=== design 1 ===
Design 1, M3 wires:
(4 px per µm)
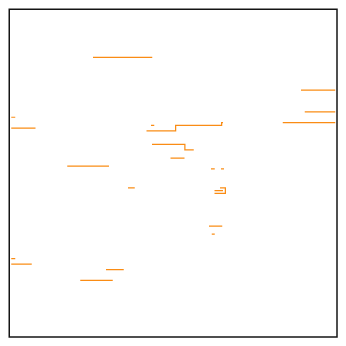

File: src/rtl/rr_arbiter8.sv
// rr_arbiter8: 8-way round-robin arbiter with held, registered one-hot grants.
// Define RR_ARB_TIMEOUT_EN to force-release grants held for TIMEOUT_CYC cycles.
module rr_arbiter8 #(
    parameter int N           = 8,
    parameter int PTR_W       = 3,
    parameter int TIMEOUT_CYC = 16
) (
    input  logic         clk,
    input  logic         rst_n,
    input  logic [N-1:0] req,
    input  logic         release_i,
    output logic [N-1:0] grant,
    output logic         grant_valid,
    output logic         timeout
);
    typedef enum logic {IDLE, BUSY} state_t;
    state_t             state_q, state_d;
    logic [PTR_W-1:0]   ptr_q, ptr_d, owner_q, owner_d, sel;
    logic [N-1:0]       grant_q, grant_d;
    logic               grant_valid_q;
    logic               hit, done;
`ifdef RR_ARB_TIMEOUT_EN
    logic [7:0] cnt_q, cnt_d;
    logic       timeout_q, timeout_d;
    assign hit       = state_q == BUSY && cnt_q == 8'(TIMEOUT_CYC - 1);
    assign cnt_d     = state_q == BUSY ? cnt_q + 8'd1 : 8'd0;
    assign timeout_d = hit && !release_i && req[owner_q];
    assign timeout   = timeout_q;
    always_ff @(posedge clk or negedge rst_n) begin
        if (!rst_n) begin
            cnt_q     <= '0;
            timeout_q <= 1'b0;
        end else begin
            cnt_q     <= cnt_d;
            timeout_q <= timeout_d;
        end
    end
`else
    logic unused_tc;
    assign unused_tc = ^TIMEOUT_CYC;
    assign hit       = 1'b0;
    assign timeout   = 1'b0;
`endif
    assign done = release_i || !req[owner_q] || hit;
    always_comb begin
        sel = ptr_q;
        for (int k = N - 1; k >= 0; k--)
            if (req[ptr_q + PTR_W'(k)]) sel = ptr_q + PTR_W'(k);
        state_d = state_q;
        ptr_d   = ptr_q;
        owner_d = owner_q;
        grant_d = grant_q;
        if (state_q == IDLE && |req) begin
            state_d = BUSY;
            owner_d = sel;
            grant_d = N'(1) << sel;
        end else if (state_q == BUSY && done) begin
            // returning to IDLE forces the zero-grant gap before the next owner
            state_d = IDLE;
            ptr_d   = owner_q + PTR_W'(1);
            grant_d = '0;
        end
    end
    always_ff @(posedge clk or negedge rst_n) begin
        if (!rst_n) begin
            state_q       <= IDLE;
            ptr_q         <= '0;
            owner_q       <= '0;
            grant_q       <= '0;
            grant_valid_q <= 1'b0;
        end else begin
            state_q       <= state_d;
            ptr_q         <= ptr_d;
            owner_q       <= owner_d;
            grant_q       <= grant_d;
            grant_valid_q <= |grant_d;
        end
    end
    assign grant       = grant_q;
    assign grant_valid = grant_valid_q;
endmodule
File: config.mk
export PLATFORM = sky130hd
export DESIGN_NAME = rr_arbiter8
export DESIGN_NICKNAME = d
export VERILOG_FILES = /design/src/rtl/rr_arbiter8.sv
export SDC_FILE = /design/constraint.sdc
export NUM_CORES = 1
export LEC_CHECK = 0
export CAP_MARGIN = 15
export CORE_MARGIN = 5
export CORE_UTILIZATION = 35
export DETAILED_ROUTE_END_ITERATION = 6
export GPL_ROUTABILITY_DRIVEN = 0
export HOLD_SLACK_MARGIN = 0.03
export PLACE_DENSITY = 0.66
export SKIP_LAST_GASP = 1
export SLEW_MARGIN = 10
export SYNTH_ARGS = -nofsm -noshare
export SYNTH_HDL_FRONTEND = slang
export SYNTH_SLANG_ARGS = --single-unit
export TNS_END_PERCENT = 20
File: constraint.sdc
create_clock -name clk -period 5.8 [get_ports clk]
set_input_delay 1.16 -clock clk [delete_from_list [all_inputs] [get_ports clk]]
set_output_delay 1.16 -clock clk [all_outputs]
set_load 0.05 [all_outputs]
=== design 2 ===
### src/rtl/irrigation_pkg.sv
// Shared encodings for the irrigation demand stage: FSM states, soil and tank
// thermometer codes, and code-validity helpers.
package irrigation_pkg;

  typedef enum logic [1:0] {
    IDLE     = 2'b00,
    DEBOUNCE = 2'b01,
    IRRIGATE = 2'b10,
    FAULT    = 2'b11
  } state_t;

  localparam logic [1:0] SOIL_DRY   = 2'b00;
  localparam logic [1:0] SOIL_MOIST = 2'b01;
  localparam logic [1:0] SOIL_WET   = 2'b11;

  localparam logic [2:0] TANK_EMPTY = 3'b000;
  localparam logic [2:0] TANK_LOW   = 3'b001;
  localparam logic [2:0] TANK_MID   = 3'b011;
  localparam logic [2:0] TANK_FULL  = 3'b111;

  function automatic logic soil_valid(input logic [1:0] s);
    return s inside {SOIL_DRY, SOIL_MOIST, SOIL_WET};
  endfunction

  function automatic logic tank_valid(input logic [2:0] t);
    return t inside {TANK_EMPTY, TANK_LOW, TANK_MID, TANK_FULL};
  endfunction

endpackage

### src/rtl/sync_2ff.sv
// Parameterized-width two-flop synchronizer with asynchronous active-low reset.
module sync_2ff #(
  parameter int WIDTH = 1
) (
  input  logic             clock,
  input  logic             reset_n,
  input  logic [WIDTH-1:0] d,
  output logic [WIDTH-1:0] q
);

  logic [WIDTH-1:0] meta_reg;

  always_ff @(posedge clock or negedge reset_n) begin
    if (!reset_n) begin
      meta_reg <= '0;
      q        <= '0;
    end else begin
      meta_reg <= d;
      q        <= meta_reg;
    end
  end

endmodule

### src/rtl/irrigation_demand_fsm.sv
// Irrigation demand FSM: debounced soil/tank decisions, hysteresis, minimum on-time,
// refill valve and fault alarm. IRRIG_MAX_ON_TIMEOUT_EN adds an irrigation timeout.
module irrigation_demand_fsm
  import irrigation_pkg::*;
#(
  parameter int DEBOUNCE_CYCLES = 4,
  parameter int MIN_ON_CYCLES   = 16,
  parameter int CNT_W           = 8,
  parameter int MAX_ON_CYCLES   = 200
) (
  input  logic       clock,
  input  logic       reset_n,
  input  logic       enable,
  input  logic [1:0] soil_level,
  input  logic [2:0] tank_level,
  output logic       c_out,
  output logic       inlet_valve,
  output logic       alarm,
  output logic [1:0] state_out
);

  if (DEBOUNCE_CYCLES < 1 || (2 ** CNT_W) <= DEBOUNCE_CYCLES ||
      (2 ** CNT_W) <= MIN_ON_CYCLES || (2 ** CNT_W) <= MAX_ON_CYCLES) begin : g_bad_cfg
    $error("irrigation_demand_fsm: CNT_W too narrow or DEBOUNCE_CYCLES < 1");
  end

  localparam logic [CNT_W-1:0] DEB_LAST = CNT_W'(DEBOUNCE_CYCLES - 1);
  localparam logic [CNT_W-1:0] MIN_ON   = CNT_W'(MIN_ON_CYCLES);

  logic       enable_s;
  logic [1:0] soil_s;
  logic [2:0] tank_s;

  sync_2ff #(.WIDTH(1)) u_sync_enable (.clock(clock), .reset_n(reset_n), .d(enable),     .q(enable_s));
  sync_2ff #(.WIDTH(2)) u_sync_soil   (.clock(clock), .reset_n(reset_n), .d(soil_level), .q(soil_s));
  sync_2ff #(.WIDTH(3)) u_sync_tank   (.clock(clock), .reset_n(reset_n), .d(tank_level), .q(tank_s));

  logic valid, dry, wet, usable, go, refill_ok;

  assign valid     = soil_valid(soil_s) && tank_valid(tank_s);
  assign dry       = (soil_s == SOIL_DRY);
  assign wet       = (soil_s == SOIL_WET);
  assign usable    = (tank_s != TANK_EMPTY);
  assign go        = valid && enable_s && dry && usable;
  assign refill_ok = valid && (tank_s == TANK_MID || tank_s == TANK_FULL);

  state_t           state, state_next;
  logic [CNT_W-1:0] cnt, cnt_next;
  logic [CNT_W-1:0] on_cnt, on_cnt_next;

`ifdef IRRIG_MAX_ON_TIMEOUT_EN
  localparam logic [CNT_W-1:0] MAX_LAST = CNT_W'(MAX_ON_CYCLES - 1);
  logic [CNT_W-1:0] tmr, tmr_next;
  logic             timeout;

  assign timeout  = (tmr == MAX_LAST);
  assign tmr_next = (state == IRRIGATE) ? tmr + CNT_W'(1) : '0;
`else
  logic timeout;

  assign timeout = 1'b0;
`endif

  always_comb begin
    state_next  = state;
    cnt_next    = cnt;
    on_cnt_next = on_cnt;
    case (state)
      IDLE: begin
        if (!valid) begin
          state_next = FAULT;
          cnt_next   = '0;
        end else if (go) begin
          state_next = DEBOUNCE;
          cnt_next   = '0;
        end
      end
      DEBOUNCE: begin
        if (go) begin
          if (cnt == DEB_LAST) begin
            state_next  = IRRIGATE;
            on_cnt_next = '0;
          end else begin
            cnt_next = cnt + CNT_W'(1);
          end
        end else begin
          state_next = valid ? IDLE : FAULT;
          cnt_next   = '0;
        end
      end
      IRRIGATE: begin
        if (on_cnt < MIN_ON) on_cnt_next = on_cnt + CNT_W'(1);
        // Sensor faults and an empty tank override the minimum on-time.
        if (!valid || !usable || timeout) begin
          state_next = FAULT;
          cnt_next   = '0;
        end else if (!enable_s) begin
          state_next = IDLE;
        end else if (wet && on_cnt >= MIN_ON) begin
          state_next = IDLE;
        end
      end
      FAULT: begin
        if (refill_ok) begin
          if (cnt == DEB_LAST) begin
            state_next = IDLE;
            cnt_next   = '0;
          end else begin
            cnt_next = cnt + CNT_W'(1);
          end
        end else begin
          cnt_next = '0;
        end
      end
      default: state_next = IDLE;
    endcase
  end

  always_ff @(posedge clock or negedge reset_n) begin
    if (!reset_n) begin
      state  <= IDLE;
      cnt    <= '0;
      on_cnt <= '0;
      c_out  <= 1'b0;
      alarm  <= 1'b0;
`ifdef IRRIG_MAX_ON_TIMEOUT_EN
      tmr    <= '0;
`endif
    end else begin
      state  <= state_next;
      cnt    <= cnt_next;
      on_cnt <= on_cnt_next;
      c_out  <= (state_next == IRRIGATE);
      alarm  <= (state_next == FAULT);
`ifdef IRRIG_MAX_ON_TIMEOUT_EN
      tmr    <= tmr_next;
`endif
    end
  end

  // Refill valve follows the tank code alone; 011 is the hysteresis band.
  always_ff @(posedge clock or negedge reset_n) begin
    if (!reset_n) begin
      inlet_valve <= 1'b0;
    end else if (!tank_valid(tank_s)) begin
      inlet_valve <= 1'b0;
    end else if (tank_s == TANK_EMPTY || tank_s == TANK_LOW) begin
      inlet_valve <= 1'b1;
    end else if (tank_s == TANK_FULL) begin
      inlet_valve <= 1'b0;
    end
  end

  assign state_out = state;

endmodule

### config.mk
export PLATFORM = sky130hd
export DESIGN_NAME = irrigation_demand_fsm
export DESIGN_NICKNAME = d
export VERILOG_FILES = /design/src/rtl/irrigation_pkg.sv /design/src/rtl/sync_2ff.sv /design/src/rtl/irrigation_demand_fsm.sv
export SDC_FILE = /design/constraint.sdc
export NUM_CORES = 1
export LEC_CHECK = 0
export CAP_MARGIN = 10
export CELL_PAD_IN_SITES_DETAIL_PLACEMENT = 0
export CELL_PAD_IN_SITES_GLOBAL_PLACEMENT = 1
export CORE_MARGIN = 3
export CORE_UTILIZATION = 44
export DETAILED_ROUTE_END_ITERATION = 10
export GPL_TIMING_DRIVEN = 0
export PLACE_DENSITY = 0.76
export SYNTH_ARGS = -nofsm -noshare
export SYNTH_HDL_FRONTEND = slang
export SYNTH_HIERARCHICAL = 1
export SYNTH_SLANG_ARGS = --single-unit
export TNS_END_PERCENT = 20
### constraint.sdc
create_clock -name clock -period 2.5 [get_ports clock]
set_clock_uncertainty 0.15 [all_clocks]
set_input_delay 0.75 -clock clock [delete_from_list [all_inputs] [get_ports clock]]
set_output_delay 0.75 -clock clock [all_outputs]
set_load 0.05 [all_outputs]
Design 2, metal 2:
(4 px per µm)
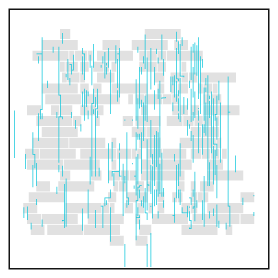
136 nets have wire on it. The layer holds 47% of the routed length. The wires run mostly vertical. The longest straight run is 32.3 µm. The layer carries 1,230 µm of wire.

==> summary.txt, design 2 <==
Cells in synth_stat.txt = 140
Via count = 1,084
Share of post-route cells with drive strength above 1 = 11.9%
Most numerous logic cells after layout = 33 x dfrtp_1, 12 x nand2_1, 10 x inv_1, 10 x nor2_1, 9 x clkdlybuf4s50_1
CTS clk-pin slew, worst paths = 0.11 ns
Run status = complete, no violations
Vert. Die Dim = 64.5 µm
Final setup TNS = 0 ns
YS chip area = 1510 µm²
Rel. slew slack = 53.7%
FMAX = 0.416 GHz
Std cell rows = 20
Reg-to-reg setup timing slack = 0.14 ns
CTS Buf Count = 5
Post-DP Area = 1680 µm²
Residual DRC = 0
CTS root buf = clkbuf_4
Placed insts = 196
Dominant combinational family = simple AND/OR/NAND/NOR gates
Clock sink total = 33
Mux share = 0%
Seq/Total Area, Yosys = 54.9%
Max stage delay on crit path = 0.80 ns
## design 2: worst max path at each step
stage / cells after the start / startpoint / to
floorplan: 5 / state_out[1] / cnt[6]
global placement: 1 / reset_n / on_cnt[3]
detailed placement: 5 / cnt[3] / cnt[2]
CTS: 1 / inlet_valve / inlet_valve
global route: 1 / inlet_valve / inlet_valve
finish: 1 / inlet_valve / inlet_valve
## design 2: final cells by class
class,instances,area [µm²]
tap,44,55.1
buffer,2,15.0
fill,282,1390
timing repair buffer,12,113
clock inverter,3,46.3
sequential,33,826
clock buffer,5,37.5
multi-input combinational,95,638
inverter,10,37.5
## design 2: cells by family after synthesis
family	Yosys count
xor+xnor	2
flops	33
buf+inv	12
compound gates	33
simple gates	57
fa+ha+maj	3
## design 2: metal layers
layer / vias to the layer above / global-route usage [%]
met5: - / 0
met4: 0 / 6.60
met3: 5 / 6.41
met2: 21 / 22.8
met1: 513 / 17.1
li1: 545 / -
Design 1, I/O pins on the die edge:
(4 px per µm) Pins as bars across the die edge, other pins in gray.
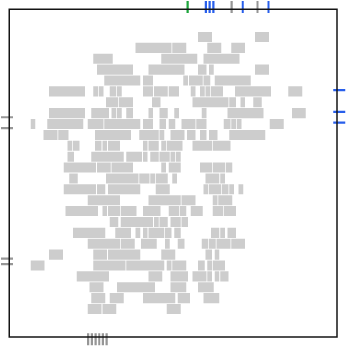
grant_valid: drawn in green, pins 1, direction output, edge north. grant: drawn in blue, pins 8, direction output, edge 5 north, 3 east.

About 'M3 wires' of design 1:
The longest straight run is 14.5 µm. The layer holds 3.1% of the routed length. The wires run mostly horizontal.

==> summary.txt, design 1 <==
Final setup TNS = 0 ns
Global-route wire length before repair = 7070 µm
Post-CTS Hold Buffers = 0
Vias in the first global route = 1,514
Tool warning count = 27
WP data arrival = 4.17 ns
Final HPWL DP = 3130 µm
DR vias/cell = 5.70
Worst Clk Skew = 0.00456 ns
Run status = complete, no violations
Max stage delay on crit path = 0.93 ns
Critical Path End Type = register
FP Core Util = 35.5%
Residual DRC = 0
Most common cell in the synthesized netlist = nand2_1
Top delay family on crit path = AND-OR/OR-AND gates
Fin nets = 208
Final-layout clock buffer total = 3
Buffering overhead = 10.1%
Post-synth top flop = dfrtp_1
Iter 0 DRT Violations = 80
I/O Pins = 21
CP Max Fanout = 22
Filler Cell Count = 484
Complex Gates by Area = 17.7%
Area of the multi-input gates = 1270 µm²
Antenna diode count = 0
Die W = 81.6 µm
Worst Path Buf+Inv = 1
Max layer used = met4
Mapped Avg Cell Area = 9.63 µm²
Area leader, netlist = dfrtp_1
Post-layout period usage = 69.1%
Std cell rows = 26
design 1: placed cells by master (no fill, tap or decap), drive strengths merged, types with 2 or more instances in the layout:
cell           netlist  final
nand2b               3      3
clkdlybuf4s50        0     19
dfrtp               16     16
xnor2                2      2
o31ai                4      4
clkbuf               8      3
buf                 10      2
a211o                2      2
mux2                10     10
nor2                18     18
a21o                 2      2
and2                 2      2
o21ai               10     10
nor4                 4      4
nand2               20     20
xor2                 2      2
inv                  5      5
o211ai               2      2
o32a                 3      3
a21oi                9      9
mux4                17     17
nor3                 4      4
ha                   3      3
mux2i               10     10
design 1: per-layer routing:
metal | vias to the layer above | global-route usage, %
met5 | - | 0
met4 | 0 | 4.56
met3 | 6 | 2.41
met2 | 31 | 22.6
met1 | 738 | 17.5
li1 | 719 | -
design 1: worst min-delay path by stage:
stage / start / endpoint / slack, ns / cells after the start
after floorplan: state_q / state_q / 0.47 / 1
final: state_q / state_q / 0.51 / 1
after detailed placement: state_q / state_q / 0.50 / 1
after global routing: state_q / state_q / 0.52 / 1
after CTS: state_q / state_q / 0.51 / 1
after global placement: state_q / state_q / 0.48 / 1

=== design 3 ===
Design 3, M3 wires:
(2 px per µm)
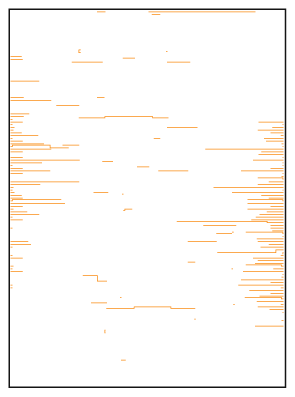

File: src/rtl/bamboo_pkg.sv
// Shared definitions for the bamboo memory stage: access-size codes,
// stage state encoding and funct3 legality helper.
package bamboo_pkg;

   localparam logic [2:0] F3_B  = 3'b000;
   localparam logic [2:0] F3_H  = 3'b001;
   localparam logic [2:0] F3_W  = 3'b010;
   localparam logic [2:0] F3_BU = 3'b100;
   localparam logic [2:0] F3_HU = 3'b101;

   typedef enum logic [1:0] {
      ST_IDLE,
      ST_REQ,
      ST_RESP,
      ST_DONE
   } mem_state_e;

   // Stores only have signed-size encodings; loads also allow the unsigned ones.
   function automatic logic f3_legal(input logic [2:0] f3, input logic is_store);
      logic ok;
      ok = 1'b0;
      case (f3)
         F3_B, F3_H, F3_W: ok = 1'b1;
         F3_BU, F3_HU:     ok = !is_store;
         default:          ok = 1'b0;
      endcase
      return ok;
   endfunction

endpackage

File: src/rtl/lsu_align.sv
// Combinational lane steering: byte enables and replicated store data for
// requests, byte/halfword extraction with extension for load responses.
module lsu_align
   import bamboo_pkg::*;
(
   input  logic [2:0]  funct3,
   input  logic [1:0]  off,
   input  logic [31:0] rs2,
   input  logic [31:0] rdata,
   output logic [3:0]  be,
   output logic [31:0] wdata,
   output logic [31:0] ldata,
   output logic        misaligned
);

   logic [31:0] shifted;

   assign shifted = rdata >> {off, 3'b000};

   always_comb begin
      be         = '0;
      wdata      = rs2;
      misaligned = 1'b0;
      case (funct3[1:0])
         2'b00: begin
            be    = 4'b0001 << off;
            wdata = {4{rs2[7:0]}};
         end
         2'b01: begin
            be         = off[1] ? 4'b1100 : 4'b0011;
            wdata      = {2{rs2[15:0]}};
            misaligned = off[0];
         end
         2'b10: begin
            be         = 4'b1111;
            misaligned = (off != 2'b00);
         end
         default: ;
      endcase
   end

   always_comb begin
      ldata = rdata;
      case (funct3)
         F3_B:    ldata = {{24{shifted[7]}}, shifted[7:0]};
         F3_BU:   ldata = {24'h0, shifted[7:0]};
         F3_H:    ldata = {{16{shifted[15]}}, shifted[15:0]};
         F3_HU:   ldata = {16'h0, shifted[15:0]};
         default: ldata = rdata;
      endcase
   end

endmodule

File: src/rtl/mem_stage.sv
// Memory-access stage: runs one request/grant/response data-memory
// transaction per load/store and emits a single-cycle writeback pulse.
module mem_stage #(
   parameter int unsigned ADDR_W = 32
) (
   input  logic              clk,
   input  logic              rst_n,
   input  logic              valid_i,
   output logic              ready_o,
   input  logic [31:0]       res_i,
   input  logic [31:0]       rs2_i,
   input  logic [4:0]        rd_i,
   input  logic [2:0]        funct3,
   input  logic              load,
   input  logic              store,
   output logic              valid_o,
   output logic [31:0]       wb_data_o,
   output logic [4:0]        rd_o,
   output logic              err_o,
   output logic              mem_req_o,
   output logic              mem_we_o,
   output logic [ADDR_W-1:0] mem_addr_o,
   output logic [3:0]        mem_be_o,
   output logic [31:0]       mem_wdata_o,
   input  logic              mem_gnt_i,
   input  logic              mem_rvalid_i,
   input  logic [31:0]       mem_rdata_i
);

   import bamboo_pkg::*;

   mem_state_e state_q, state_d;

   logic [ADDR_W-1:0] addr_q;
   logic [3:0]        be_q;
   logic [31:0]       wdata_q;
   logic              we_q;
   logic [2:0]        f3_q;
   logic [1:0]        off_q;
   logic [4:0]        rd_q;
   logic [31:0]       res_q;

   logic        idle;
   logic        access;
   logic        fault;
   logic [2:0]  al_f3;
   logic [1:0]  al_off;
   logic [3:0]  al_be;
   logic [31:0] al_wdata;
   logic [31:0] al_ldata;
   logic        al_mis;

   assign idle = (state_q == ST_IDLE);

   // One aligner serves both directions: request fields come from the live
   // inputs in IDLE, load extraction uses the captured size/offset afterwards.
   assign al_f3  = idle ? funct3 : f3_q;
   assign al_off = idle ? res_i[1:0] : off_q;

   lsu_align u_align (
      .funct3     (al_f3),
      .off        (al_off),
      .rs2        (rs2_i),
      .rdata      (mem_rdata_i),
      .be         (al_be),
      .wdata      (al_wdata),
      .ldata      (al_ldata),
      .misaligned (al_mis)
   );

   assign access = load ^ store;
   assign fault  = (load & store) | (access & (!f3_legal(funct3, store) | al_mis));

   always_ff @(posedge clk or negedge rst_n) begin
      if (!rst_n) state_q <= ST_IDLE;
      else        state_q <= state_d;
   end

   always_comb begin
      state_d = state_q;
      case (state_q)
         ST_IDLE: begin
            if (valid_i) state_d = (access && !fault) ? ST_REQ : ST_DONE;
         end
         ST_REQ: begin
            if (mem_gnt_i) state_d = we_q ? ST_DONE : ST_RESP;
         end
         ST_RESP: begin
            if (mem_rvalid_i) state_d = ST_DONE;
         end
         ST_DONE: state_d = ST_IDLE;
         default: state_d = ST_IDLE;
      endcase
   end

   always_ff @(posedge clk or negedge rst_n) begin
      if (!rst_n) begin
         addr_q  <= '0;
         be_q    <= '0;
         wdata_q <= '0;
         we_q    <= 1'b0;
         f3_q    <= '0;
         off_q   <= '0;
         rd_q    <= '0;
         res_q   <= '0;
      end else if (idle && valid_i) begin
         addr_q  <= {res_i[ADDR_W-1:2], 2'b00};
         be_q    <= al_be;
         wdata_q <= al_wdata;
         we_q    <= store;
         f3_q    <= funct3;
         off_q   <= res_i[1:0];
         rd_q    <= rd_i;
         res_q   <= res_i;
      end
   end

   // Writeback registers change only on entry to DONE so they hold between pulses.
   always_ff @(posedge clk or negedge rst_n) begin
      if (!rst_n) begin
         wb_data_o <= '0;
         rd_o      <= '0;
         err_o     <= 1'b0;
      end else if (state_d == ST_DONE && state_q != ST_DONE) begin
         case (state_q)
            ST_IDLE: begin
               wb_data_o <= fault ? 32'h0 : res_i;
               rd_o      <= rd_i;
               err_o     <= fault;
            end
            ST_REQ: begin
               wb_data_o <= res_q;
               rd_o      <= rd_q;
               err_o     <= 1'b0;
            end
            default: begin
               wb_data_o <= al_ldata;
               rd_o      <= rd_q;
               err_o     <= 1'b0;
            end
         endcase
      end
   end

   assign ready_o     = idle;
   assign valid_o     = (state_q == ST_DONE);
   assign mem_req_o   = (state_q == ST_REQ);
   assign mem_we_o    = mem_req_o & we_q;
   assign mem_addr_o  = mem_req_o ? addr_q : '0;
   assign mem_be_o    = mem_req_o ? be_q : '0;
   assign mem_wdata_o = mem_req_o ? wdata_q : '0;

endmodule

File: config.mk
export PLATFORM = sky130hd
export DESIGN_NAME = mem_stage
export DESIGN_NICKNAME = d
export VERILOG_FILES = /design/src/rtl/bamboo_pkg.sv /design/src/rtl/lsu_align.sv /design/src/rtl/mem_stage.sv
export SDC_FILE = /design/constraint.sdc
export NUM_CORES = 1
export LEC_CHECK = 0
export ABC_CLOCK_PERIOD_IN_PS = 10000
export CAP_MARGIN = 20
export CELL_PAD_IN_SITES_DETAIL_PLACEMENT = 1
export CELL_PAD_IN_SITES_GLOBAL_PLACEMENT = 1
export CORE_ASPECT_RATIO = 1.4
export CORE_MARGIN = 5
export CORE_UTILIZATION = 28
export DETAILED_ROUTE_END_ITERATION = 8
export PLACE_DENSITY = 0.66
export SLEW_MARGIN = 20
export SYNTH_ARGS = -nofsm -noshare
export SYNTH_HDL_FRONTEND = slang
export SYNTH_SLANG_ARGS = --single-unit
export TNS_END_PERCENT = 100
File: constraint.sdc
create_clock -name clk -period 10 [get_ports clk]
set_clock_uncertainty 0.05 [all_clocks]
set_input_delay 1.5 -clock clk [delete_from_list [all_inputs] [get_ports clk]]
set_output_delay 1.5 -clock clk [all_outputs]
set_load 0.02 [all_outputs]
=== design 4 ===
File: config.mk
export PLATFORM = sky130hd
export DESIGN_NAME = cmp_arbiter
export DESIGN_NICKNAME = d
export VERILOG_FILES = /design/src/rtl/cmp_arbiter.sv
export SDC_FILE = /design/constraint.sdc
export NUM_CORES = 1
export LEC_CHECK = 0
export CORE_MARGIN = 5
export CORE_UTILIZATION = 25
export CTS_BUF_LIST = sky130_fd_sc_hd__clkbuf_16
export DETAILED_ROUTE_END_ITERATION = 8
export GPL_ROUTABILITY_DRIVEN = 1
export GPL_TIMING_DRIVEN = 0
export SKIP_CTS_REPAIR_TIMING = 1
export SYNTH_ARGS = -nofsm -noshare
export SYNTH_HDL_FRONTEND = slang
export SYNTH_SLANG_ARGS = --single-unit
export TNS_END_PERCENT = 100
File: constraint.sdc
create_clock -name clk -period 8.7 [get_ports clk]
set_input_delay 0.87 -clock clk [delete_from_list [all_inputs] [get_ports clk]]
set_output_delay 0.87 -clock clk [all_outputs]
set_load 0.05 [all_outputs]
File: src/rtl/cmp_arbiter.sv
// Two-requester round-robin front end for a shared branch comparator.
// One transaction in flight: grant in IDLE, drive comparator in ISSUE, hold response in RESP.
module cmp_arbiter #(
    parameter int DW = 32
) (
    input  logic            clk,
    input  logic            rst,
    input  logic [1:0]      req_valid,
    output logic [1:0]      req_ready,
    input  logic [3:0]      req_aluop,
    input  logic [5:0]      req_funct3,
    input  logic [13:0]     req_funct7,
    input  logic [2*DW-1:0] req_operand_a,
    input  logic [2*DW-1:0] req_operand_b,
    output logic [1:0]      cmp_aluop,
    output logic [2:0]      cmp_funct3,
    output logic [6:0]      cmp_funct7,
    output logic [DW-1:0]   cmp_operand_a,
    output logic [DW-1:0]   cmp_operand_b,
    input  logic            cmp_zero,
    input  logic [DW-1:0]   cmp_result,
    output logic [1:0]      rsp_valid,
    input  logic [1:0]      rsp_ready,
    output logic            rsp_zero,
    output logic [DW-1:0]   rsp_result
);

    // state | meaning
    // IDLE  | waiting for a request, grant offered combinationally
    // ISSUE | captured request drives the comparator for one cycle
    // RESP  | response held for the owner until rsp_ready[owner]
    typedef enum logic [1:0] {IDLE, ISSUE, RESP} state_t;

    state_t          state_q, state_d;
    logic            owner_q;
    logic            prio_q;
    logic            grant_id;
    logic            accept;
    logic            done;
    logic [1:0]      aluop_q;
    logic [2:0]      funct3_q;
    logic [6:0]      funct7_q;
    logic [DW-1:0]   opa_q;
    logic [DW-1:0]   opb_q;

    always_comb begin
        state_d       = state_q;
        req_ready     = 2'b00;
        rsp_valid     = 2'b00;
        accept        = 1'b0;
        done          = 1'b0;
        cmp_aluop     = '0;
        cmp_funct3    = '0;
        cmp_funct7    = '0;
        cmp_operand_a = '0;
        cmp_operand_b = '0;
        // prio_q names the requester that wins a tie
        if (req_valid == 2'b11)
            grant_id = prio_q;
        else
            grant_id = req_valid[1];
        case (state_q)
            IDLE: begin
                if (!rst && (req_valid != 2'b00)) begin
                    accept    = 1'b1;
                    req_ready = grant_id ? 2'b10 : 2'b01;
                    state_d   = ISSUE;
                end
            end
            ISSUE: begin
                cmp_aluop     = aluop_q;
                cmp_funct3    = funct3_q;
                cmp_funct7    = funct7_q;
                cmp_operand_a = opa_q;
                cmp_operand_b = opb_q;
                state_d       = RESP;
            end
            RESP: begin
                rsp_valid = owner_q ? 2'b10 : 2'b01;
                if (rsp_ready[owner_q]) begin
                    done    = 1'b1;
                    state_d = IDLE;
                end
            end
            default: state_d = IDLE;
        endcase
    end

    always_ff @(posedge clk or posedge rst) begin
        if (rst) begin
            state_q    <= IDLE;
            owner_q    <= 1'b0;
            prio_q     <= 1'b0;
            aluop_q    <= '0;
            funct3_q   <= '0;
            funct7_q   <= '0;
            opa_q      <= '0;
            opb_q      <= '0;
            rsp_zero   <= 1'b0;
            rsp_result <= '0;
        end else begin
            state_q <= state_d;
            if (accept) begin
                owner_q  <= grant_id;
                aluop_q  <= grant_id ? req_aluop[3:2]          : req_aluop[1:0];
                funct3_q <= grant_id ? req_funct3[5:3]         : req_funct3[2:0];
                funct7_q <= grant_id ? req_funct7[13:7]        : req_funct7[6:0];
                opa_q    <= grant_id ? req_operand_a[2*DW-1:DW] : req_operand_a[DW-1:0];
                opb_q    <= grant_id ? req_operand_b[2*DW-1:DW] : req_operand_b[DW-1:0];
            end
            if (state_q == ISSUE) begin
                rsp_zero   <= cmp_zero;
                rsp_result <= cmp_result;
            end
            if (done)
                prio_q <= ~owner_q;
        end
    end

endmodule
=== design 5 ===
## config.mk

```make
export PLATFORM = sky130hd
export DESIGN_NAME = sdhci_cmd_scheduler
export DESIGN_NICKNAME = d
export VERILOG_FILES = /design/src/rtl/sdhci_cmd_sched_pkg.sv /design/src/rtl/sdhci_tick_timer.sv /design/src/rtl/sdhci_cmd_scheduler.sv
export SDC_FILE = /design/constraint.sdc
export NUM_CORES = 1
export LEC_CHECK = 0
export CORE_MARGIN = 3
export CORE_UTILIZATION = 50
export DETAILED_ROUTE_END_ITERATION = 8
export PLACE_DENSITY_LB_ADDON = 0.08
export RECOVER_POWER = 50
export SKIP_CTS_REPAIR_TIMING = 1
export SLEW_MARGIN = 20
export SYNTH_ARGS = -nofsm -noshare
export SYNTH_HDL_FRONTEND = slang
export SYNTH_HIERARCHICAL = 1
export SYNTH_SLANG_ARGS = --single-unit
export TNS_END_PERCENT = 10
```

## constraint.sdc

```tcl
create_clock -name clk_i -period 4.9 [get_ports clk_i]
set_clock_uncertainty 0.1 [all_clocks]
set_input_delay 0.98 -clock clk_i [delete_from_list [all_inputs] [get_ports clk_i]]
set_output_delay 0.98 -clock clk_i [all_outputs]
set_load 0.05 [all_outputs]
```

## src/rtl/sdhci_cmd_sched_pkg.sv

```systemverilog
// Shared types and constants for the SD CMD-line scheduler.
package sdhci_cmd_sched_pkg;

    typedef enum logic [1:0] {
        RSP_NONE    = 2'd0,
        RSP_136     = 2'd1,
        RSP_48      = 2'd2,
        RSP_48_BUSY = 2'd3
    } rsp_type_e;

    typedef enum logic [2:0] {
        IDLE,
        ISSUE,
        WAIT_TX,
        WAIT_RSP,
        BUSY_DLY,
        WAIT_BUSY,
        DONE
    } state_e;

    localparam logic [5:0]  CMD12_INDEX = 6'd12;
    localparam logic [31:0] CMD12_ARG   = 32'h0;

    // Larger of two integers, used to size the shared tick counter.
    function automatic int max_int(input int a, input int b);
        return (a > b) ? a : b;
    endfunction

endpackage

```

## src/rtl/sdhci_tick_timer.sv

```systemverilog
// Saturating tick counter with synchronous clear and a runtime compare limit.
// o_hit flags the enabled tick on which the count reaches (or sits at) the limit.
module sdhci_tick_timer #(
    parameter int Width = 8
) (
    input  logic             i_clk,
    input  logic             i_rst,
    input  logic             i_clr,
    input  logic             i_en,
    input  logic [Width-1:0] i_limit,
    output logic             o_hit
);

    logic [Width-1:0] r_count;
    logic [Width-1:0] w_count_inc;

    assign w_count_inc = (r_count == {Width{1'b1}}) ? r_count : r_count + 1'b1;
    assign o_hit       = i_en && (w_count_inc >= i_limit);

    // Count enabled ticks; clear wins over counting and the value never wraps.
    always_ff @(posedge i_clk) begin
        // NOTE: non-blocking assignment so every flop samples pre-edge values.
        if (i_rst || i_clr) begin
            r_count <= '0;
        end else if (i_en) begin
            r_count <= w_count_inc;
        end
    end

endmodule

```

## src/rtl/sdhci_cmd_scheduler.sv

```systemverilog
// SD CMD-line scheduler: arbitrates software commands against auto-CMD12,
// latches the winner, starts the command engine and tracks transmit,
// response and R1b busy phases with tick-based timeouts.
module sdhci_cmd_scheduler
    import sdhci_cmd_sched_pkg::*;
#(
    parameter int RspTimeoutTicks  = 64,
    parameter int BusyTimeoutTicks = 1_000_000,
    parameter int BusyStartTicks   = 2
) (
    input  logic        clk_i,
    input  logic        rst_i,
    input  logic        clk_en_p_i,
    input  logic        abort_i,
    input  logic        sw_cmd_valid_i,
    output logic        sw_cmd_ready_o,
    input  logic [5:0]  sw_cmd_index_i,
    input  logic [31:0] sw_cmd_arg_i,
    input  logic [1:0]  sw_rsp_type_i,
    input  logic        acmd12_req_i,
    output logic        acmd12_ack_o,
    output logic        cmd_start_o,
    output logic [5:0]  cmd_index_o,
    output logic [31:0] cmd_arg_o,
    output logic [1:0]  cmd_rsp_type_o,
    input  logic        cmd_done_i,
    input  logic        rsp_done_i,
    input  logic        dat0_i,
    output logic        inhibit_cmd_o,
    output logic        acmd12_active_o,
    output logic        cmd_complete_o,
    output logic        acmd12_done_o,
    output logic        rsp_timeout_o,
    output logic        busy_timeout_o
);

    localparam int CntW = $clog2(max_int(RspTimeoutTicks, BusyTimeoutTicks) + 1);

    state_e      r_state;
    state_e      w_state_nxt;
    logic [5:0]  r_index;
    logic [31:0] r_arg;
    rsp_type_e   r_rsp_type;
    logic        r_acmd12_active;

    logic            w_kill;
    logic            w_acmd12_accept;
    logic            w_sw_accept;
    logic            w_rsp_to;
    logic            w_busy_to;
    logic            w_tmr_run;
    logic            w_tmr_clr;
    logic            w_tmr_hit;
    logic [CntW-1:0] w_tmr_limit;

    // Reset and abort suppress every pulse and handshake in the cycle they occur.
    assign w_kill          = rst_i || abort_i;
    assign w_acmd12_accept = (r_state == IDLE) && acmd12_req_i;
    assign w_sw_accept     = (r_state == IDLE) && !acmd12_req_i && sw_cmd_valid_i;

    assign w_tmr_run = (r_state == WAIT_RSP) || (r_state == BUSY_DLY) || (r_state == WAIT_BUSY);
    // Each counting phase starts from zero because any state change clears the timer.
    assign w_tmr_clr = !w_tmr_run || (w_state_nxt != r_state) || abort_i;

    // Select the limit that applies to the current counting phase.
    always_comb begin
        w_tmr_limit = CntW'(RspTimeoutTicks);
        case (r_state)
            BUSY_DLY:  w_tmr_limit = CntW'(BusyStartTicks);
            WAIT_BUSY: w_tmr_limit = CntW'(BusyTimeoutTicks);
            default:   w_tmr_limit = CntW'(RspTimeoutTicks);
        endcase
    end

    sdhci_tick_timer #(
        .Width (CntW)
    ) u_tick_timer (
        .i_clk   (clk_i),
        .i_rst   (rst_i),
        .i_clr   (w_tmr_clr),
        .i_en    (clk_en_p_i && w_tmr_run),
        .i_limit (w_tmr_limit),
        .o_hit   (w_tmr_hit)
    );

    // Next-state and timeout decisions; abort overrides everything.
    always_comb begin
        // NOTE: defaults first so no path through the case leaves a latch.
        w_state_nxt = r_state;
        w_rsp_to    = 1'b0;
        w_busy_to   = 1'b0;
        case (r_state)
            IDLE: begin
                if (w_acmd12_accept || w_sw_accept) w_state_nxt = ISSUE;
            end
            ISSUE: w_state_nxt = WAIT_TX;
            WAIT_TX: begin
                if (cmd_done_i) w_state_nxt = (r_rsp_type == RSP_NONE) ? DONE : WAIT_RSP;
            end
            WAIT_RSP: begin
                if (rsp_done_i) begin
                    w_state_nxt = (r_rsp_type == RSP_48_BUSY) ? BUSY_DLY : DONE;
                end else if (w_tmr_hit) begin
                    w_state_nxt = IDLE;
                    w_rsp_to    = 1'b1;
                end
            end
            BUSY_DLY: begin
                if (w_tmr_hit) w_state_nxt = WAIT_BUSY;
            end
            WAIT_BUSY: begin
                if (clk_en_p_i && dat0_i) begin
                    w_state_nxt = DONE;
                end else if (w_tmr_hit) begin
                    w_state_nxt = IDLE;
                    w_busy_to   = 1'b1;
                end
            end
            DONE:    w_state_nxt = IDLE;
            default: w_state_nxt = IDLE;
        endcase
        if (abort_i) begin
            w_state_nxt = IDLE;
            w_rsp_to    = 1'b0;
            w_busy_to   = 1'b0;
        end
    end

    // State register and command latch; fields hold from accept until reset or abort.
    always_ff @(posedge clk_i) begin
        if (rst_i || abort_i) begin
            r_state         <= IDLE;
            r_index         <= '0;
            r_arg           <= '0;
            r_rsp_type      <= RSP_NONE;
            r_acmd12_active <= 1'b0;
        end else begin
            r_state <= w_state_nxt;
            if (w_acmd12_accept) begin
                r_index         <= CMD12_INDEX;
                r_arg           <= CMD12_ARG;
                r_rsp_type      <= RSP_48_BUSY;
                r_acmd12_active <= 1'b1;
            end else if (w_sw_accept) begin
                r_index    <= sw_cmd_index_i;
                r_arg      <= sw_cmd_arg_i;
                r_rsp_type <= rsp_type_e'(sw_rsp_type_i);
            end else if (w_state_nxt == IDLE) begin
                r_acmd12_active <= 1'b0;
            end
        end
    end

    assign sw_cmd_ready_o  = (r_state == IDLE) && !acmd12_req_i && !w_kill;
    assign acmd12_ack_o    = w_acmd12_accept && !w_kill;
    assign cmd_start_o     = (r_state == ISSUE) && !w_kill;
    assign cmd_complete_o  = (r_state == DONE) && !r_acmd12_active && !w_kill;
    assign acmd12_done_o   = (r_state == DONE) && r_acmd12_active && !w_kill;
    assign rsp_timeout_o   = w_rsp_to && !rst_i;
    assign busy_timeout_o  = w_busy_to && !rst_i;
    assign inhibit_cmd_o   = (r_state != IDLE);
    assign acmd12_active_o = r_acmd12_active;
    assign cmd_index_o     = r_index;
    assign cmd_arg_o       = r_arg;
    assign cmd_rsp_type_o  = r_rsp_type;

endmodule

```


==> gallery <==
Signal wires on met1.
shot_01.png
(4 px per µm) Supply wires on this layer in gray.
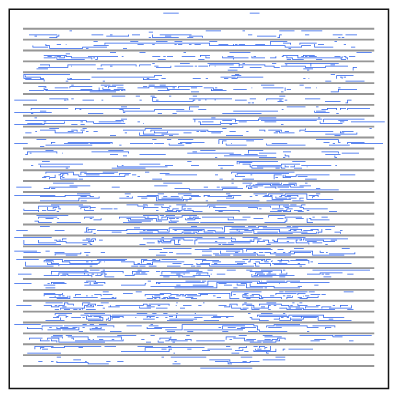
shot_02.png
(2 px per µm) Supply wires on this layer in gray.
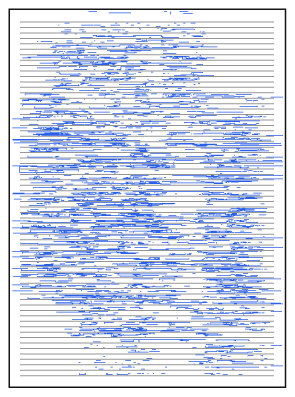
shot_03.png
(2 px per µm) Supply wires on this layer in gray.
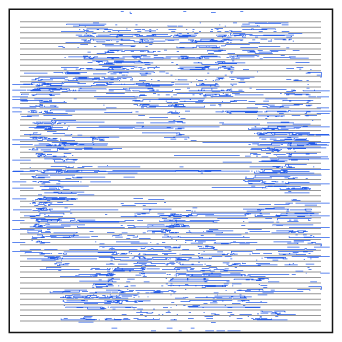
Design 4 is shot_03.png.
Design 5 is shot_01.png.
Design 3 is shot_02.png.

Design 3, metal 2:
(1.5 px per µm)
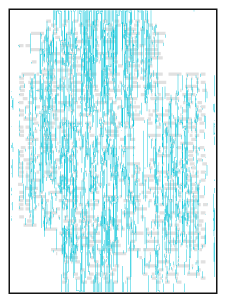
The longest straight run is 81.6 µm. The wires run mostly vertical. The layer carries 13,400 µm of wire. The layer holds 52% of the routed length. 913 nets have wire on it.

Design 3, met4 routing:
(2 px per µm) Supply wires on this layer in gray.
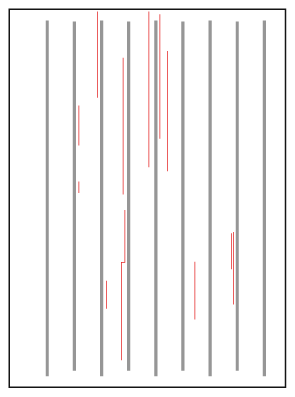
The wires run mostly vertical. The longest straight run is 77.5 µm.

Notes on 'M3 wires' of design 3 above:
The longest straight run is 53.1 µm. The layer holds 6.2% of the routed length. The layer carries 1,580 µm of wire.

==> summary.txt, design 3 <==
Run status = complete, no violations
Mux share = 2.54%
CP Max Fanout = 44
Die W = 137 µm
H-tree depth = 4
CTS root buf = clkbuf_16
Resize count post-CTS = 0
Combinational share of power = 55.3%
Top delay family on crit path = buffers and inverters
DIE AREA = 25,900 µm²
Largest net degree at the start of global routing = 73
Cells in synth_stat.txt = 751
I/O Pins = 221
Critical-path cell list = or2_2, inv_1, mux2_2, inv_1, ha_1, o211a_1, a311o_1, a311o_1, and2_2, buf_4, nor2_1, a21oi_1
Tool warning count = 30
Crit path time final = 5.41 ns
# setup viols final = 0
Worst setup SP type = register
Placed insts = 1,222
Std cell rows = 65
Critical Path RT = 10.20 ns
TritonRoute pass-1 iters = 4
Grt met3 use = 5.10%
Vert. Die Dim = 188 µm
FMAX = 0.185 GHz
Buffering overhead = 23.9%
Dpl ws = 4.42 ns
Worst vdd ir = 0.137 mV
Psw = 1.45 mW
Post-route ant nets = 0
Max stage delay on crit path = 0.85 ns
WL met1 = 10,100 µm
Final setup TNS = 0 ns
Mapped Avg Cell Area = 8.46 µm²
Most common cell in the synthesized netlist = nand2_1
# Taps = 301
Flops = 117
Register share of total power = 26.5%
Synth Warn # = 0
## design 3: worst min-delay path: stages (launching register included)
cell and delay (ns):
dfrtp_1 0.33, nand2_1 0.05, nand2_1 0.05
## design 3: worst paths after layout
path	startpoint	to	slack, ns	depth (start not counted)
worst min-delay path	res_q[4]	res_q[4]	0.41	2
worst min register to register	res_q[4]	res_q[4]	0.41	2
max in group asynchronous	rst_n	res_q[29]	7.49	2
worst max register to register	state_q[1]	wb_data_o[22]	4.59	12
min in group asynchronous	rst_n	wdata_q[8]	1.10	1
worst max-delay path	state_q[1]	wb_data_o[22]	4.59	12
## design 3: registers in the layout (all words and copies together), names as in the netlist, 2 cells and up
signal / count
be_q: 4
f3_q: 3
rd_o: 5
rd_q: 5
res_q: 31
state_q: 2
wb_data_o: 32
wdata_q: 32
## design 3: power by group through the flow
stage / Clock [mW] / Sequential, mW / Combinational, mW
after floorplan: 0 / 0.909 / 1.08
after global placement: 0 / 0.873 / 1.81
after detailed placement: 0 / 0.879 / 1.84
after CTS: 0.611 / 0.874 / 1.85
after global routing: 0.637 / 0.903 / 2.00
final: 0.598 / 0.871 / 1.82
Design 4, placed standard cells:
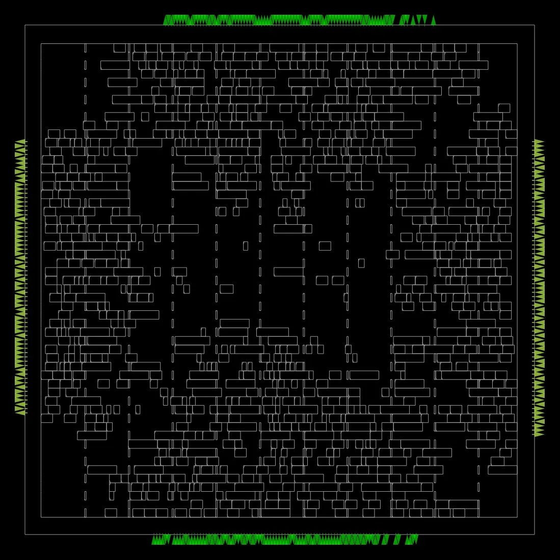
fraction of area in registers: 29.1%
Final Util: 43.1%
Flops: 113
std cell rows: 55
Non-Filler Instances: 1,148

==> summary.txt, design 4 <==
Seq pwr = 922 µW
Via count = 5,325
DIE AREA = 25,900 µm²
Number of enable flip-flop cells = 0
Complex Gates by Area = 14.0%
Share of post-route cells with drive strength above 1 = 15.2%
Async set-reset flop share out of synthesis = 100%
Leakage power = 3.94 nW
Mux share = 6.52%
Slowest CP cell = clkdlybuf4s50_1
Seq/Total Area, Yosys = 49.6%
Routed wl met2 = 10,600 µm
Synth Net Count = 719
Gpl congestion = 0.769
Slew @ Worst Pin = 0.685 ns
Worst Clk Skew = 0.00644 ns
FMAX = 0.236 GHz
Synth Area in XOR/XNOR = 0%
Critical-path cell list = clkdlybuf4s50_1, nor3_2, and3_1, buf_2, clkbuf_1, clkdlybuf4s50_1
Crit path time final = 4.24 ns
Synth Area in Adders = 0%
Clock group = 711 µW
CTS root buf = clkbuf_16
Vert. Die Dim = 161 µm
Cells on worst reg2reg path = 5
Critical Path RT = 7.83 ns
Area Overhead vs Synth = 70.3%
Met2 usage = 27.1%
Cells in synth_stat.txt = 528
Clk latency of the worst-skew pair = 0.41 ns
Max stage delay on crit path = 0.92 ns
Run status = complete, no violations
Final HPWL DP = 16,000 µm
Residual DRC = 0
Post-synth top flop = dfrtp_1
WP data arrival = 3.37 ns
Mapped Avg Cell Area = 10.8 µm²
WL met1 = 9200 µm
Most frequent logic cell in the layout = clkdlybuf4s50_1
Antenna diode count = 0
# setup viols final = 0
TritonRoute pass-1 iters = 4
Clock sink total = 113
[design 4: cells in the mapped netlist, types with 2 or more instances]
master	count
mux2_2	33
nor3_1	36
buf_2	19
a21oi_1	2
o21ai_0	2
dfrtp_1	113
a221o_1	76
inv_1	5
buf_6	6
nor3_2	40
and2_1	76
nor2_1	4
nand2_1	76
clkbuf_1	31
[design 4: layout make-up]
cell class	count	area, µm²
timing repair buffer	303	3050
clock buffer	17	425
tap	285	357
fill	2177	12800
clock inverter	15	169
sequential	113	2830
multi-input combinational	354	2570
buffer	56	279
inverter	5	23.8
[design 4: critical path: cells and delay by family]
family,cells,cell delay (ns)
buffers and inverters,4,2.11
and+or+nand+nor,2,0.39
[design 4: stage by stage]
step,power [mW],setup WS [ns],std cells,hold WS (ns),cell area (µm²)
CTS,3.24,4.40,1148,0.507,9700
detailed placement,2.51,4.41,1116,0.491,9110
floorplan,1.95,4.84,528,0.471,5700
global route,3.37,4.31,1148,0.516,9700
finish,3.19,4.46,1148,0.501,9700
global placement,2.49,2.60,1115,0.486,9070
Design 5, met4 routing:
(4 px per µm) Supply wires on this layer in gray.
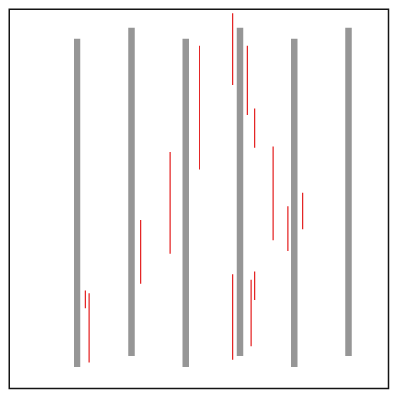
The longest straight run is 30.6 µm. 12 nets have wire on it. The layer carries 224 µm of wire.

==> summary.txt, design 5 <==
Psw = 318 µW
Run status = finished, violations left
Final-layout clock buffer total = 10
Logic inverters = 25
Violated checks = max-capacitance violations, max-slew violations
Max Cap Viol = 1
Fin worst setup slack = 0.147 ns
CP Max Fanout = 6
Initial antenna violation count = 0
Placed insts = 663
Buffering overhead = 21.8%
Core ar. = 7410 µm²
Async set-reset flop share out of synthesis = 0%
Critical Path End Type = primary output
Post-DP Area = 4990 µm²
Hold EP = cmd_arg_o[16]
Complex Gates by Area = 16.8%
DIE AREA = 8920 µm²
Final Max Tran Viols = 40
Crit path kind = register to primary output
[design 5: flip-flops by register name, indices dropped and copies added, names as in the netlist]
signal and cells:
cmd_arg_o 32, cmd_rsp_type_o 2, acmd12_active_o 1, cmd_index_o 6, r_state 3, u_tick_timer/r_count 20
[design 5: layer usage]
| layer | routed length (µm) | track usage (%) | vias up |
|---|---|---|---|
| met5 | 0 | 0 | - |
| met4 | 223 | 8.90 | 0 |
| met3 | 706 | 6.85 | 30 |
| met2 | 4890 | 37.1 | 141 |
| met1 | 4280 | 29.3 | 1688 |
| li1 | - | - | 1826 |
[design 5: power by group through the flow]
stage	clock, mW	combinational [mW]	sequential (mW)
finish	0.523	0.157	0.531
detailed placement	0	0.158	0.547
CTS	0.537	0.159	0.535
floorplan	0	0.0711	0.567
global route	0.560	0.169	0.532
global placement	0	0.157	0.546
[design 5: critical path, delay by kind of cell, from the launching register on]
family                   cells  cell delay (ns)
adder cells (fa/ha/maj)      1             0.34
AND-OR/OR-AND                4             0.61
XOR/XNOR                     1             0.17
AND/OR/NAND/NOR              7             1.47
flip-flops                   1             0.39
buffers and inverters        2             0.33


==> gallery <==
Placed standard cells.
panel A
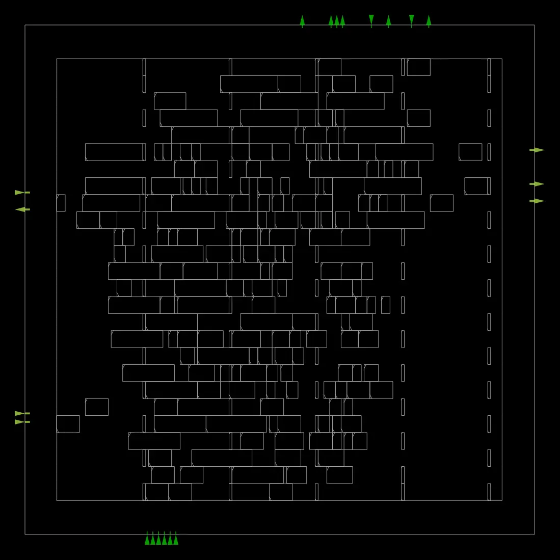
panel B
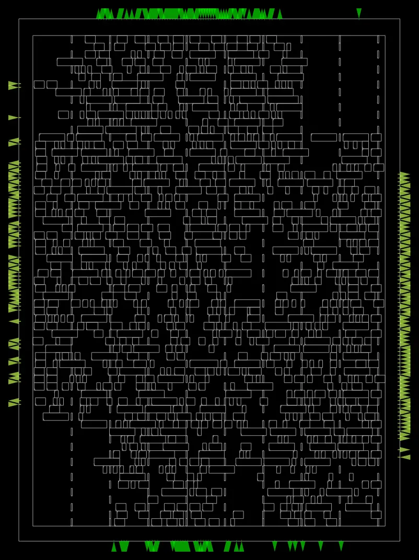
panel C
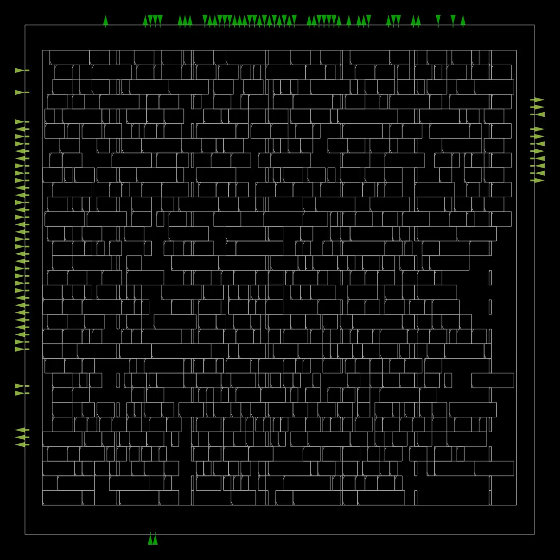
Design 1 is panel A.
Design 5 is panel C.
Design 3 is panel B.

Power is estimated from default activity; no workload was simulated.
